######## en_strobe_gen ########
[config.mk]
export PLATFORM = sky130hd
export DESIGN_NAME = en_strobe_gen
export DESIGN_NICKNAME = d
export VERILOG_FILES = /design/src/rtl/en_strobe_gen.sv
export SDC_FILE = /design/constraint.sdc
export NUM_CORES = 1
export LEC_CHECK = 0
export ABC_AREA = 1
export ABC_CLOCK_PERIOD_IN_PS = 1650
export CAP_MARGIN = 25
export CORE_ASPECT_RATIO = 1.25
export CORE_UTILIZATION = 39
export DETAILED_ROUTE_END_ITERATION = 7
export PLACE_DENSITY = 0.65
export SYNTH_ARGS = -nofsm -noshare
export SYNTH_HDL_FRONTEND = slang
export SYNTH_SLANG_ARGS = --single-unit
export TNS_END_PERCENT = 30
[constraint.sdc]
create_clock -name clk -period 1.65 [get_ports clk]
set_clock_uncertainty 0.05 [all_clocks]
set_input_delay 0.33 -clock clk [delete_from_list [all_inputs] [get_ports clk]]
set_output_delay 0.33 -clock clk [all_outputs]
set_load 0.02 [all_outputs]
[src/rtl/en_strobe_gen.sv]
// Purpose : periodic one-cycle enable strobe generator, finite-burst or continuous.
// Latency : first en one cycle after an accepted start (plus phase offset when enabled).
// Backpressure: none; stop aborts immediately (next cycle idle), start is ignored while running.
//
// Ports:
//   clk, rst      - sole clock, synchronous active-high reset
//   start, stop   - begin a sequence (IDLE only) / abort the running sequence
//   period [CW]   - strobe interval in cycles (0 behaves as 1), latched on start
//   burst  [BW]   - strobes per sequence (0 = continuous), latched on start
//   phase  [CW]   - optional first-strobe delay, present only with STROBE_GEN_PHASE_EN
//   en            - one-cycle strobe
//   busy          - high while running
//   done          - one-cycle pulse after a finite burst completes
//   count  [BW]   - strobes issued in the current or last sequence
//
// Build option: define STROBE_GEN_PHASE_EN to add the phase input.
module en_strobe_gen #(
    parameter int CW = 8,
    parameter int BW = 8
) (
    input  logic          clk,
    input  logic          rst,
    input  logic          start,
    input  logic          stop,
    input  logic [CW-1:0] period,
    input  logic [BW-1:0] burst,
`ifdef STROBE_GEN_PHASE_EN
    input  logic [CW-1:0] phase,
`endif
    output logic          en,
    output logic          busy,
    output logic          done,
    output logic [BW-1:0] count
);

    typedef enum logic {IDLE = 1'b0, RUN = 1'b1} state_t;

    state_t        state, state_d;
    logic [CW-1:0] pm1_q, pm1_d;      // latched period minus one
    logic [CW-1:0] ph_q, ph_d;        // cycles remaining until the next strobe
    logic [BW-1:0] burst_q, burst_d;
    logic [BW-1:0] count_d;
    logic          en_d, done_d;

    logic          accept;
    logic          last;
    logic [CW-1:0] start_pm1;
    logic [CW-1:0] ph0;

    assign accept    = (state == IDLE) && start && !stop;
    // The strobe on the wire right now is the final one of a finite burst.
    // The burst_q guard keeps continuous mode from ending when count wraps.
    assign last      = en && (burst_q != '0) && ((count + BW'(1)) == burst_q);
    assign start_pm1 = (period == '0) ? '0 : period - CW'(1);

`ifdef STROBE_GEN_PHASE_EN
    assign ph0 = phase;
`else
    assign ph0 = '0;
`endif

    assign busy = (state == RUN);

    // State and registered outputs
    always_ff @(posedge clk) begin
        if (rst) begin
            state   <= IDLE;
            pm1_q   <= '0;
            ph_q    <= '0;
            burst_q <= '0;
            count   <= '0;
            en      <= 1'b0;
            done    <= 1'b0;
        end else begin
            state   <= state_d;
            pm1_q   <= pm1_d;
            ph_q    <= ph_d;
            burst_q <= burst_d;
            count   <= count_d;
            en      <= en_d;
            done    <= done_d;
        end
    end

    // Next state
    always_comb begin
        state_d = state;
        case (state)
            IDLE: if (accept) state_d = RUN;
            RUN:  if (stop || last) state_d = IDLE;
            default: state_d = IDLE;
        endcase
    end

    // Next values of the registered outputs and datapath
    always_comb begin
        pm1_d   = pm1_q;
        burst_d = burst_q;
        ph_d    = ph_q;
        en_d    = 1'b0;
        done_d  = 1'b0;
        // count tracks strobes already seen, so it trails en by one cycle
        count_d = en ? count + BW'(1) : count;
        case (state)
            IDLE: begin
                if (accept) begin
                    pm1_d   = start_pm1;
                    burst_d = burst;
                    count_d = '0;
                    if (ph0 == '0) begin
                        en_d = 1'b1;
                        ph_d = start_pm1;
                    end else begin
                        ph_d = ph0 - CW'(1);
                    end
                end
            end
            RUN: begin
                if (stop) begin
                    // abort: the strobe that would have come next is dropped
                    ph_d = '0;
                end else if (last) begin
                    done_d = 1'b1;
                    ph_d   = '0;
                end else if (ph_q == '0) begin
                    en_d = 1'b1;
                    ph_d = pm1_q;
                end else begin
                    ph_d = ph_q - CW'(1);
                end
            end
            default: ;
        endcase
    end

endmodule

==> flow_summary_export.csv <==
group,metric,value,unit
status,run_status,"complete, but fails checks",
status,violations,"negative setup slack",
finish,clk_share,0.0269,
cts,cts_resized,39,
grt,grt_pass1_vias,2241,
power_and_ir_drop,p_seq_frac,0.434,
synth,flop_cell,"dfxtp_1",
cts,clock-sinks,35,
timing,fin_ws,-140,ps
finish,sh_seq_area,0.230,
worst_setup_path,cp_max_fo,5,
timing,setup-violations-final,10,
power_and_ir_drop,powerSeq,0.000941,W
finish,biggestCellCategory,"multi-input combinational cells",
power_and_ir_drop,maxPowerGroup,"sequential cells",
finish,final.clkbuf_count,5,
synth,mux_area_frac,0,
grt,met2_usage,0.392,
timing,min_period,1790,ps
timing,max_freq,559,MHz
route,ant_nets,0,
timing,worst_pin_slew,317,ps
finish,num-nets-final,425,
finish,design_area,3120,um^2
synth,yosysChipArea,2120,um^2
floorplan,num_rows,29,
finish,comb_cells,234,
synth,synth-edff-count,0,
placed_design,dp_hpwl,4200,um
synth,logic_family,"simple AND/OR/NAND/NOR gates",
finish,utilization,0.605,
route,post-route-drc-count,0,
power_and_ir_drop,pwr-share-clk,0.280,
placed_design,gp_congestion,0.846,
finish,lay_top_cells,"59 x nand2_1, 44 x buf_4, 41 x inv_1, 31 x nor2_1, 30 x dfxtp_1",
run,warning_count,30,
finish,drive_gt1_frac,0.284,
finish,area_growth,47.3,%
worst_setup_path,critical_path_buf_inv_count,2,
-- Yosys cell counts, types with 2 or more instances --
master / count
nor2_2: 7
nand3_1: 35
o21ai_0: 27
o211a_1: 6
nor3_1: 2
a21oi_1: 18
inv_1: 46
ha_1: 4
o31ai_1: 2
nor2_1: 36
o211ai_1: 6
nand2_1: 69
nand2_2: 2
clkbuf_1: 5
xor2_1: 3
a31oi_1: 2
dfxtp_1: 35
nand4_1: 2
xnor2_1: 2
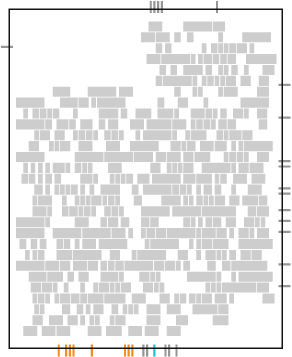
**Above:** en_strobe_gen (pin map).
Scale: 4 px per um. Pins as bars across the die edge, other pins in gray.
- orange: period (pins 8; direction input; edge bottom)
- cyan: busy (pins 1; direction output; edge bottom)
- all pins by edge: 14 bottom, 11 right, 5 top, 1 left
chip height: 84.4 um
die extent in x: 67.9 um
port bufs: 30


######## adc_capture_ctrl_flat ########
**adc_capture_ctrl_flat: pin map**

Scale: 3 px per um. Pins as bars across the die edge, other pins in gray.
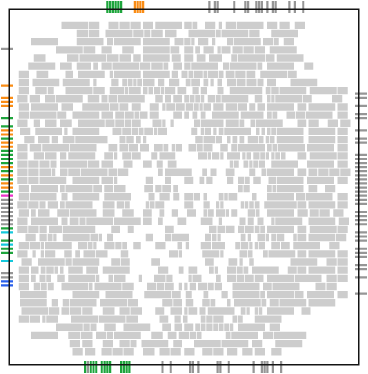
$ cat src/rtl/adc_capture_ctrl_pkg.sv
// Shared types and encodings for the ADC capture sequencer and its
// trigger qualifier.
package adc_capture_ctrl_pkg;

  typedef enum logic [2:0] {
    ST_IDLE      = 3'd0,
    ST_PRE       = 3'd1,
    ST_WAIT_TRIG = 3'd2,
    ST_CAPTURE   = 3'd3,
    ST_DONE      = 3'd4
  } state_t;

  localparam logic [1:0] TRIG_RISE = 2'b00;
  localparam logic [1:0] TRIG_FALL = 2'b01;
  localparam logic [1:0] TRIG_HIGH = 2'b10;
  localparam logic [1:0] TRIG_LOW  = 2'b11;

endpackage

$ cat src/rtl/adc_capture_ctrl_if.sv
// Control/status bundle between the capture sequencer (slave) and the
// register block / datapath side that drives it (master).
interface adc_capture_ctrl_if
  import adc_capture_ctrl_pkg::*;
#(
  parameter int CNT_WIDTH = 32,
  parameter int PRE_WIDTH = 16
);
  // Handshake: arm and abort are single-cycle pulses sampled on the rising
  // edge of adc_sampleclk; every status output is registered and valid on
  // every cycle, with no acknowledge in either direction.
  logic                 arm;
  logic                 abort;
  logic                 trig_in;
  logic [1:0]           trig_mode;
  logic [PRE_WIDTH-1:0] pretrig_samples;
  logic [CNT_WIDTH-1:0] total_samples;
  logic                 fifo_full;
  logic                 dp_stop;
  logic                 capture_go;
  logic                 trig_status;
  logic                 busy;
  logic                 done;
  logic                 overflow;
  logic [CNT_WIDTH-1:0] samples_captured;
  logic [CNT_WIDTH-1:0] trig_index;
  state_t               dbg_state;

  modport master (
    output arm, abort, trig_in, trig_mode, pretrig_samples, total_samples,
           fifo_full, dp_stop,
    input  capture_go, trig_status, busy, done, overflow, samples_captured,
           trig_index, dbg_state
  );

  modport slave (
    input  arm, abort, trig_in, trig_mode, pretrig_samples, total_samples,
           fifo_full, dp_stop,
    output capture_go, trig_status, busy, done, overflow, samples_captured,
           trig_index, dbg_state
  );
endinterface

$ cat src/rtl/adc_capture_ctrl_trig_qualifier.sv
// Brings the asynchronous trigger into adc_sampleclk and qualifies it as an
// edge (one-cycle hit) or level (held hit) according to trig_mode.
module adc_capture_ctrl_trig_qualifier
  import adc_capture_ctrl_pkg::*;
#(
  parameter int SYNC_STAGES = 2
) (
  input  logic       adc_sampleclk,
  input  logic       ddr_usrreset,
  input  logic       i_trig_in,
  input  logic [1:0] i_trig_mode,
  output logic       o_trig_hit
);
  // A single flop is never an adequate synchronizer.
  localparam int SYNC_N = (SYNC_STAGES < 2) ? 2 : SYNC_STAGES;

  logic [SYNC_N-1:0] r_sync;
  logic              r_hist;
  logic              w_sync;

  assign w_sync = r_sync[SYNC_N-1];

  always_ff @(posedge adc_sampleclk or posedge ddr_usrreset) begin
    if (ddr_usrreset) begin
      r_sync <= '0;
      r_hist <= 1'b0;
    end else begin
      r_sync <= {r_sync[SYNC_N-2:0], i_trig_in};
      r_hist <= w_sync;
    end
  end

  always_comb begin
    o_trig_hit = 1'b0;
    case (i_trig_mode)
      TRIG_RISE: o_trig_hit = w_sync & ~r_hist;
      TRIG_FALL: o_trig_hit = ~w_sync & r_hist;
      TRIG_HIGH: o_trig_hit = w_sync;
      TRIG_LOW:  o_trig_hit = ~w_sync;
      default:   o_trig_hit = 1'b0;
    endcase
  end

endmodule

$ cat src/rtl/adc_capture_ctrl.sv
// Capture sequencer for the ADC-to-DDR write path: arm, pre-trigger fill,
// trigger wait, post-trigger capture, with sticky done/overflow status.
module adc_capture_ctrl
  import adc_capture_ctrl_pkg::*;
#(
  parameter int CNT_WIDTH   = 32,
  parameter int PRE_WIDTH   = 16,
  parameter int SYNC_STAGES = 2
) (
  input logic               adc_sampleclk,
  input logic               ddr_usrreset,
  adc_capture_ctrl_if.slave io_ctrl
);
  // One extra bit keeps samples+1 from wrapping onto a zero compare value.
  localparam int CW1 = CNT_WIDTH + 1;

  state_t               r_state;
  logic [PRE_WIDTH-1:0] r_pretrig;
  logic [CNT_WIDTH-1:0] r_total;
  logic [CNT_WIDTH-1:0] r_samples;
  logic [CNT_WIDTH-1:0] r_trig_index;
  logic                 r_capture_go;
  logic                 r_trig_status;
  logic                 r_busy;
  logic                 r_done;
  logic                 r_overflow;

  logic                 w_trig_hit;
  logic                 w_overflow;
  logic                 w_total_hit;
  logic                 w_pre_hit;
  logic                 w_finish;
  logic [CW1-1:0]       w_cnt_plus1;
  logic [CNT_WIDTH-1:0] w_samples_next;

  adc_capture_ctrl_trig_qualifier #(
    .SYNC_STAGES (SYNC_STAGES)
  ) u_trig_qual (
    .adc_sampleclk (adc_sampleclk),
    .ddr_usrreset  (ddr_usrreset),
    .i_trig_in     (io_ctrl.trig_in),
    .i_trig_mode   (io_ctrl.trig_mode),
    .o_trig_hit    (w_trig_hit)
  );

  assign w_cnt_plus1    = {1'b0, r_samples} + CW1'(1);
  assign w_samples_next = (&r_samples) ? r_samples : w_cnt_plus1[CNT_WIDTH-1:0];
  assign w_overflow     = io_ctrl.fifo_full & r_capture_go;
  assign w_total_hit    = (w_cnt_plus1 == {1'b0, r_total});
  assign w_pre_hit      = (w_cnt_plus1 == CW1'(r_pretrig));
  // Stop sources in priority order below abort; dp_stop ends any active phase.
  assign w_finish       = w_overflow | io_ctrl.dp_stop | w_total_hit;

  always_ff @(posedge adc_sampleclk or posedge ddr_usrreset) begin
    if (ddr_usrreset) begin
      r_state       <= ST_IDLE;
      r_pretrig     <= '0;
      r_total       <= '0;
      r_samples     <= '0;
      r_trig_index  <= '0;
      r_capture_go  <= 1'b0;
      r_trig_status <= 1'b0;
      r_busy        <= 1'b0;
      r_done        <= 1'b0;
      r_overflow    <= 1'b0;
    end else begin
      case (r_state)
        ST_IDLE, ST_DONE: begin
          if (io_ctrl.arm) begin
            r_pretrig     <= io_ctrl.pretrig_samples;
            r_total       <= io_ctrl.total_samples;
            r_samples     <= '0;
            r_trig_index  <= '0;
            r_trig_status <= 1'b0;
            r_overflow    <= 1'b0;
            if (io_ctrl.total_samples == '0) begin
              r_state      <= ST_DONE;
              r_done       <= 1'b1;
              r_capture_go <= 1'b0;
              r_busy       <= 1'b0;
            end else begin
              r_state      <= (io_ctrl.pretrig_samples == '0) ? ST_WAIT_TRIG : ST_PRE;
              r_done       <= 1'b0;
              r_capture_go <= 1'b1;
              r_busy       <= 1'b1;
            end
          end
        end

        ST_PRE, ST_WAIT_TRIG, ST_CAPTURE: begin
          if (io_ctrl.abort) begin
            // Counters freeze so software can see how far the capture got.
            r_state       <= ST_IDLE;
            r_capture_go  <= 1'b0;
            r_trig_status <= 1'b0;
            r_busy        <= 1'b0;
          end else begin
            r_samples <= w_samples_next;
            if (w_finish) begin
              r_state       <= ST_DONE;
              r_capture_go  <= 1'b0;
              r_trig_status <= 1'b0;
              r_busy        <= 1'b0;
              r_done        <= 1'b1;
              r_overflow    <= w_overflow;
            end else if (r_state == ST_PRE) begin
              if (w_pre_hit) begin
                r_state <= ST_WAIT_TRIG;
              end
            end else if ((r_state == ST_WAIT_TRIG) && w_trig_hit) begin
              r_trig_index  <= r_samples;
              r_trig_status <= 1'b1;
              r_state       <= ST_CAPTURE;
            end
          end
        end

        default: begin
          r_state       <= ST_IDLE;
          r_capture_go  <= 1'b0;
          r_trig_status <= 1'b0;
          r_busy        <= 1'b0;
        end
      endcase
    end
  end

  assign io_ctrl.capture_go       = r_capture_go;
  assign io_ctrl.trig_status      = r_trig_status;
  assign io_ctrl.busy             = r_busy;
  assign io_ctrl.done             = r_done;
  assign io_ctrl.overflow         = r_overflow;
  assign io_ctrl.samples_captured = r_samples;
  assign io_ctrl.trig_index       = r_trig_index;
  assign io_ctrl.dbg_state        = r_state;

endmodule

$ cat src/flat_wrapper.sv
// flat-port wrapper written by rule: the top's interface ports become plain ports
module adc_capture_ctrl_flat import adc_capture_ctrl_pkg::*;
#(
  parameter int CNT_WIDTH   = 32,
  parameter int PRE_WIDTH   = 16,
  parameter int SYNC_STAGES = 2
)
  (adc_sampleclk, ddr_usrreset, io_ctrl_arm, io_ctrl_abort, io_ctrl_trig_in, io_ctrl_trig_mode, io_ctrl_pretrig_samples, io_ctrl_total_samples, io_ctrl_fifo_full, io_ctrl_dp_stop, io_ctrl_capture_go, io_ctrl_trig_status, io_ctrl_busy, io_ctrl_done, io_ctrl_overflow, io_ctrl_samples_captured, io_ctrl_trig_index, io_ctrl_dbg_state);
  adc_capture_ctrl_if #(.CNT_WIDTH(CNT_WIDTH), .PRE_WIDTH(PRE_WIDTH)) io_ctrl_i ();
  input logic adc_sampleclk;
  input logic ddr_usrreset;
  input wire logic [$bits(io_ctrl_i.arm)-1:0] io_ctrl_arm;
  input wire logic [$bits(io_ctrl_i.abort)-1:0] io_ctrl_abort;
  input wire logic [$bits(io_ctrl_i.trig_in)-1:0] io_ctrl_trig_in;
  input wire logic [$bits(io_ctrl_i.trig_mode)-1:0] io_ctrl_trig_mode;
  input wire logic [$bits(io_ctrl_i.pretrig_samples)-1:0] io_ctrl_pretrig_samples;
  input wire logic [$bits(io_ctrl_i.total_samples)-1:0] io_ctrl_total_samples;
  input wire logic [$bits(io_ctrl_i.fifo_full)-1:0] io_ctrl_fifo_full;
  input wire logic [$bits(io_ctrl_i.dp_stop)-1:0] io_ctrl_dp_stop;
  output wire logic [$bits(io_ctrl_i.capture_go)-1:0] io_ctrl_capture_go;
  output wire logic [$bits(io_ctrl_i.trig_status)-1:0] io_ctrl_trig_status;
  output wire logic [$bits(io_ctrl_i.busy)-1:0] io_ctrl_busy;
  output wire logic [$bits(io_ctrl_i.done)-1:0] io_ctrl_done;
  output wire logic [$bits(io_ctrl_i.overflow)-1:0] io_ctrl_overflow;
  output wire logic [$bits(io_ctrl_i.samples_captured)-1:0] io_ctrl_samples_captured;
  output wire logic [$bits(io_ctrl_i.trig_index)-1:0] io_ctrl_trig_index;
  output wire logic [$bits(io_ctrl_i.dbg_state)-1:0] io_ctrl_dbg_state;
  assign io_ctrl_i.arm = io_ctrl_arm;
  assign io_ctrl_i.abort = io_ctrl_abort;
  assign io_ctrl_i.trig_in = io_ctrl_trig_in;
  assign io_ctrl_i.trig_mode = io_ctrl_trig_mode;
  assign io_ctrl_i.pretrig_samples = io_ctrl_pretrig_samples;
  assign io_ctrl_i.total_samples = io_ctrl_total_samples;
  assign io_ctrl_i.fifo_full = io_ctrl_fifo_full;
  assign io_ctrl_i.dp_stop = io_ctrl_dp_stop;
  assign io_ctrl_capture_go = io_ctrl_i.capture_go;
  assign io_ctrl_trig_status = io_ctrl_i.trig_status;
  assign io_ctrl_busy = io_ctrl_i.busy;
  assign io_ctrl_done = io_ctrl_i.done;
  assign io_ctrl_overflow = io_ctrl_i.overflow;
  assign io_ctrl_samples_captured = io_ctrl_i.samples_captured;
  assign io_ctrl_trig_index = io_ctrl_i.trig_index;
  assign io_ctrl_dbg_state = io_ctrl_i.dbg_state;
  adc_capture_ctrl #(.CNT_WIDTH(CNT_WIDTH), .PRE_WIDTH(PRE_WIDTH), .SYNC_STAGES(SYNC_STAGES)) u_core (.adc_sampleclk(adc_sampleclk), .ddr_usrreset(ddr_usrreset), .io_ctrl(io_ctrl_i));
endmodule
$ cat config.mk
export PLATFORM = sky130hd
export DESIGN_NAME = adc_capture_ctrl_flat
export DESIGN_NICKNAME = d
export VERILOG_FILES = /design/src/rtl/adc_capture_ctrl_pkg.sv /design/src/rtl/adc_capture_ctrl_if.sv /design/src/rtl/adc_capture_ctrl_trig_qualifier.sv /design/src/rtl/adc_capture_ctrl.sv /design/src/flat_wrapper.sv
export SDC_FILE = /design/constraint.sdc
export NUM_CORES = 1
export LEC_CHECK = 0
export CAP_MARGIN = 10
export CORE_AREA = 2 2 114 116
export DETAILED_ROUTE_END_ITERATION = 8
export DIE_AREA = 0 0 116 118
export PLACE_DENSITY = 0.95
export SLEW_MARGIN = 25
export SYNTH_ARGS = -nofsm -noshare
export SYNTH_HDL_FRONTEND = slang
export SYNTH_HIERARCHICAL = 1
export SYNTH_SLANG_ARGS = --single-unit
$ cat constraint.sdc
create_clock -name adc_sampleclk -period 11 [get_ports adc_sampleclk]
set_input_delay 1.1 -clock adc_sampleclk [delete_from_list [all_inputs] [get_ports adc_sampleclk]]
set_output_delay 1.1 -clock adc_sampleclk [all_outputs]
set_load 0.05 [all_outputs]
==> flow_summary_export.csv <==
group,metric,value,unit
floorplan,chip_area,13700,um^2
route,wl_met3,2020,um
finish,drive_gt1_frac,0.139,
finish,sh_seq_area,0.343,
synth,yosysChipArea,6960,um^2
synth,ys_seq_share,0.439,
hold_path,hold_depth,0,
run,cap_violations,0,
finish,num-nets-final,846,
run,warning_count,26,
hold_path,hp-class,"reg -> reg",
placed_design,placed_area,8240,um^2
worst_setup_path,critical_path_buf_inv_count,1,
grt,overflow,0,
power_and_ir_drop,p_clk,0.000616,W
timing,rsz0062_at_grt,"false",
route,avgViaCountPerCell,6.52,
power_and_ir_drop,p_seq_frac,0.357,
worst_setup_path,cp_data_arrival_time,5160,ps
power_and_ir_drop,maxPowerGroup,"sequential cells",
cts,clk_path_buf_depth,2,
timing,hold_viol_final,0,
worst_setup_path,cp.required,11350,ps
grt,grt_pass1_wl,34300,um
status,run_status,"finished clean",
power_and_ir_drop,switching_share,0.351,
route,wl_met1,8880,um
synth,yosys.area.top_type,"dfrtp_1",
cts,cts_resized,0,
worst_setup_path,endpoint,"u_core/io_ctrl.trig_index[31]$_DFFE_PP0P_",
worst_setup_path,r2r-start,"u_core/io_ctrl.samples_captured[0]$_DFFE_PP0P_",
grt,grt_max_degree,62,
floorplan,tapCellCount,172,
hold_path,hp-start,"u_core/u_trig_qual/r_sync[0]$_DFF_PP0_",
timing,setup-violations-final,0,
synth,synth_cell_types,73,
timing,worst_pin_slew,1050,ps
finish,comb_area,3610,um^2
worst_setup_path,cp_num_cells,12,
cts,clock-sinks,122,
finish,biggestCellCategory,"multi-input combinational cells",
finish,fin_cells,973,
route,top_layer_used,"met4",
timing,fin_ws,6190,ps
## Picture notes: 'pin map' of adc_capture_ctrl_flat
- magenta: io_ctrl_done (pins 1; direction output; edge left)
- blue: io_ctrl_trig_mode (pins 2; direction input; edge left)
- orange: io_ctrl_pretrig_samples (pins 16; direction input; edge 12 left, 4 top)
- cyan: io_ctrl_dbg_state (pins 3; direction output; edge left)
- green: io_ctrl_total_samples (pins 32; direction input; edge 14 left, 12 bottom, 6 top)
- all pins by edge: 42 left, 35 right, 27 bottom, 25 top
port bufs: 128
chip height: 118 um
die extent in x: 116 um

cell families (layout without fill, tap and decap cells):
logic type | Yosys count | in the layout | synth area share
adder cells (fa/ha/maj) | 1 | 1 | 0.00180
XOR/XNOR | 62 | 62 | 0.0780
AND/OR/NAND/NOR | 213 | 213 | 0.182
multiplexers | 52 | 52 | 0.0836
AND-OR/OR-AND | 177 | 177 | 0.172
flip-flops | 122 | 122 | 0.439
buffers and inverters | 63 | 174 | 0.0439

######## wb_arbiter ########
`config.mk`:
```
export PLATFORM = sky130hd
export DESIGN_NAME = wb_arbiter
export DESIGN_NICKNAME = d
export VERILOG_FILES = /design/src/rtl/wb_arbiter.sv
export SDC_FILE = /design/constraint.sdc
export NUM_CORES = 1
export LEC_CHECK = 0
export ABC_AREA = 1
export CORE_MARGIN = 3
export CORE_UTILIZATION = 37
export CTS_BUF_LIST = sky130_fd_sc_hd__clkbuf_4 sky130_fd_sc_hd__clkbuf_8
export DETAILED_ROUTE_END_ITERATION = 7
export PLACE_DENSITY = 0.83
export SYNTH_ARGS = -nofsm -noshare
export SYNTH_HDL_FRONTEND = slang
export SYNTH_SLANG_ARGS = --single-unit
```
`constraint.sdc`:
```
create_clock -name clk_i -period 3.4 [get_ports clk_i]
set_input_delay 0.51 -clock clk_i [delete_from_list [all_inputs] [get_ports clk_i]]
set_output_delay 0.51 -clock clk_i [all_outputs]
set_load 0.005 [all_outputs]
```
`src/rtl/wb_arbiter.sv`:
```
// Writeback arbiter: round-robin between ALU and LSU result ports, one
// registered register-file write stage, read-port forwarding, contention counter.
module wb_arbiter #(
  parameter int unsigned DATA_W = 32,
  parameter int unsigned ADDR_W = 5
) (
  input  logic              clk_i,
  input  logic              rst_i,
  input  logic              alu_valid_i,
  input  logic [ADDR_W-1:0] alu_addr_i,
  input  logic [DATA_W-1:0] alu_data_i,
  output logic              alu_ready_o,
  input  logic              lsu_valid_i,
  input  logic [ADDR_W-1:0] lsu_addr_i,
  input  logic [DATA_W-1:0] lsu_data_i,
  output logic              lsu_ready_o,
  output logic [ADDR_W-1:0] addrrd_o,
  output logic [DATA_W-1:0] datord_o,
  output logic              writeen_o,
  input  logic [ADDR_W-1:0] addrs1_i,
  input  logic [ADDR_W-1:0] addrs2_i,
  input  logic [DATA_W-1:0] regrs1_i,
  input  logic [DATA_W-1:0] regrs2_i,
  output logic [DATA_W-1:0] dators1_o,
  output logic [DATA_W-1:0] dators2_o,
  output logic [15:0]       conflicts_o
);

  localparam int unsigned CNT_W = 16;

  logic              r_last_lsu;
  logic              r_we;
  logic [ADDR_W-1:0] r_addr;
  logic [DATA_W-1:0] r_data;
  logic [CNT_W-1:0]  r_conflicts;

  logic              w_grant_alu;
  logic              w_grant_lsu;
  logic              w_contend;
  logic [ADDR_W-1:0] w_addr;
  logic [DATA_W-1:0] w_data;
  logic              w_fwd1;
  logic              w_fwd2;

  // Under contention the side that did not win last time gets the grant;
  // reset suppresses both grants immediately.
  always_comb begin
    w_contend   = alu_valid_i & lsu_valid_i;
    w_grant_alu = 1'b0;
    w_grant_lsu = 1'b0;
    if (!rst_i) begin
      if (w_contend) begin
        w_grant_alu = r_last_lsu;
        w_grant_lsu = ~r_last_lsu;
      end else begin
        w_grant_alu = alu_valid_i;
        w_grant_lsu = lsu_valid_i;
      end
    end
    w_addr = w_grant_lsu ? lsu_addr_i : alu_addr_i;
    w_data = w_grant_lsu ? lsu_data_i : alu_data_i;
  end

  assign alu_ready_o = w_grant_alu;
  assign lsu_ready_o = w_grant_lsu;

  // Round-robin flag, output stage and saturating contention counter.
  always_ff @(posedge clk_i or posedge rst_i) begin
    if (rst_i) begin
      r_last_lsu  <= 1'b1;
      r_we        <= 1'b0;
      r_addr      <= '0;
      r_data      <= '0;
      r_conflicts <= '0;
    end else begin
      if (w_grant_alu || w_grant_lsu) begin
        r_last_lsu <= w_grant_lsu;
        r_addr     <= w_addr;
        r_data     <= w_data;
        r_we       <= (w_addr != '0);
      end else begin
        r_we <= 1'b0;
      end
      if (w_contend && (r_conflicts != {CNT_W{1'b1}})) begin
        r_conflicts <= r_conflicts + CNT_W'(1);
      end
    end
  end

  assign writeen_o   = r_we;
  assign addrrd_o    = r_addr;
  assign datord_o    = r_data;
  assign conflicts_o = r_conflicts;

  // Bypass the write in flight to matching read ports; register 0 never forwards.
  always_comb begin
    w_fwd1    = r_we && (r_addr == addrs1_i) && (addrs1_i != '0);
    w_fwd2    = r_we && (r_addr == addrs2_i) && (addrs2_i != '0);
    dators1_o = w_fwd1 ? r_data : regrs1_i;
    dators2_o = w_fwd2 ? r_data : regrs2_i;
  end

endmodule

```
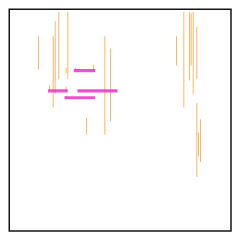
**Above:** wb_arbiter (metal layers overlaid).
Scale: 2 px per um. Only two layers are drawn.
- magenta: met5 (wire length 49.7 um)
- orange: met4 (wire length 518 um)
DRT Wirelength: 17500 um
Vias: 5188

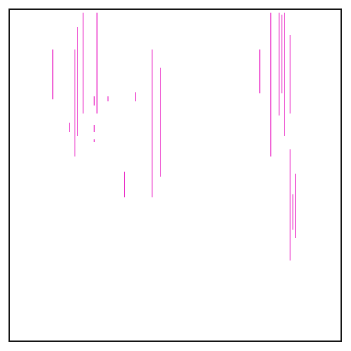
**Above:** wb_arbiter (met4 routing).
Scale: 3 px per um.
- longest straight run: 49.0 um
- nets with wire on the layer: 20
- share of all routed wire: 2.9%
- wire length on this layer: 518 um

==> flow_summary_export.csv <==
group,metric,value,unit
floorplan,num_rows,37,
cts,htreeDepth,2,
power_and_ir_drop,p_switching,0.000885,W
timing,worst_pin_slew,731,ps
synth,ys.flops,55,
finish,drive_gt1_frac,0.0614,
cts,clk_path_buf_depth,2,
synth,area_leaders,"nand2_1 35%, dfrtp_1 34%, nand4_1 5.8%",
finish,num-nets-final,1064,
hold_path,hold_depth,2,
hold_path,hp-start,"r_last_lsu$_DFFE_PP1P_",
route,routedWlPerCell,16.7,um
timing,hold_slack,534,ps
route,avgViaCountPerCell,4.95,
synth,synth_top_area_share,0.346,
worst_setup_path,cp-start-kind,"primary input",
timing,hold_viol_final,0,
power_and_ir_drop,pwr-share-clk,0.157,
route,ant_nets,0,
timing,min_period,3090,ps
timing,rsz0062_at_grt,"false",
finish,fill_cells,938,
finish,largest_reg_flops,32,
hold_path,min_to,"r_last_lsu$_DFFE_PP1P_",
timing,fin_ws,312,ps
synth,synth.avg_cell_area,6.17,um^2
run,cap_violations,0,
synth,ys_seq_share,0.343,
hold_path,hp-class,"reg -> reg",
synth,yosysChipArea,4020,um^2
power_and_ir_drop,internal_power,0.00155,W
synth,synth-edff-count,0,
worst_setup_path,critPathTopFamily,"buffers and inverters",
timing,slew_violations,0,
power_and_ir_drop,switching_share,0.363,
finish,lay_top_cells,"370 x nand2_1, 271 x clkdlybuf4s50_1, 54 x dfrtp_1, 41 x nand3_1, 37 x nand4_1",
power_and_ir_drop,comb_cell_power,0.00111,W
synth,floorplan.nets,804,
finish,area_growth,72.5,%
status,run_status,"finished clean",
timing,setup-violations-final,0,
grt,overflow,0,
finish,antenna_cells,0,
synth,synth_async_sr_flop_share,1.00,
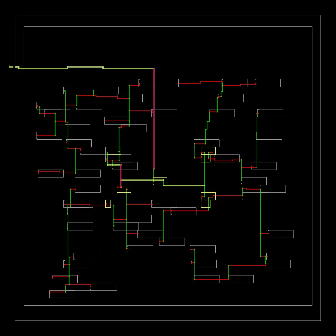
**Above:** wb_arbiter (clock nets).
P_clk: 0.000383 W
Final Skew: 12.0 ps
clk ins delay skew pair: 310 ps

[routing by layer]
layer | up-vias | routed length [um] | GRT usage
met5 | - | 49 | 0
met4 | 8 | 517 | 0.0862
met3 | 46 | 1960 | 0.0909
met2 | 242 | 8180 | 0.438
met1 | 2337 | 6810 | 0.355
li1 | 2555 | - | -
[area by class of cell]
type	count	area [um^2]	area share
clock buffers	5	68.8	0.00993
clock inverters	3	22.5	0.00325
inverters	43	161	0.0233
multi-input cells	521	2280	0.330
flip-flops and latches	55	1380	0.199
well taps	136	170	0.0246
repair buffers	285	2840	0.410


==> notes/layouts.md <==
Pictures saved along the way, in no particular order.

Logic cells by family.
(a)
Scale: 3 px per um.
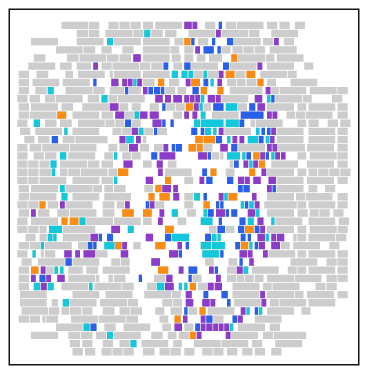
(b)
Scale: 3 px per um.
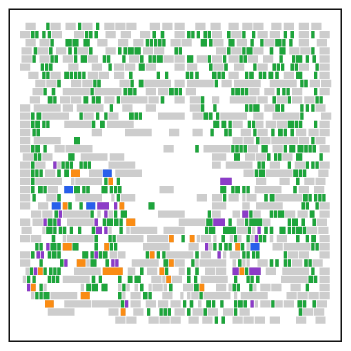
(c)
Scale: 4 px per um.
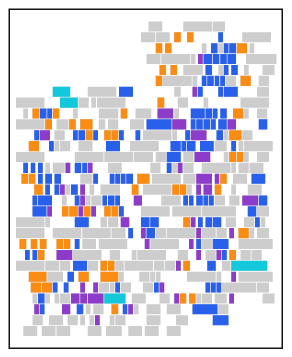
(a): adc_capture_ctrl_flat
(c): en_strobe_gen
(b): wb_arbiter
The one with the fewest cells is (c).

Key to (b):
- blue: XOR/XNOR gates (cells 5)
- purple: NOR gates (cells 30)
- green: NAND gates (cells 461; where all over the die)
- orange: inverting AOI/OAI gates (cells 23)

Power and IR drop assume default switching activity.
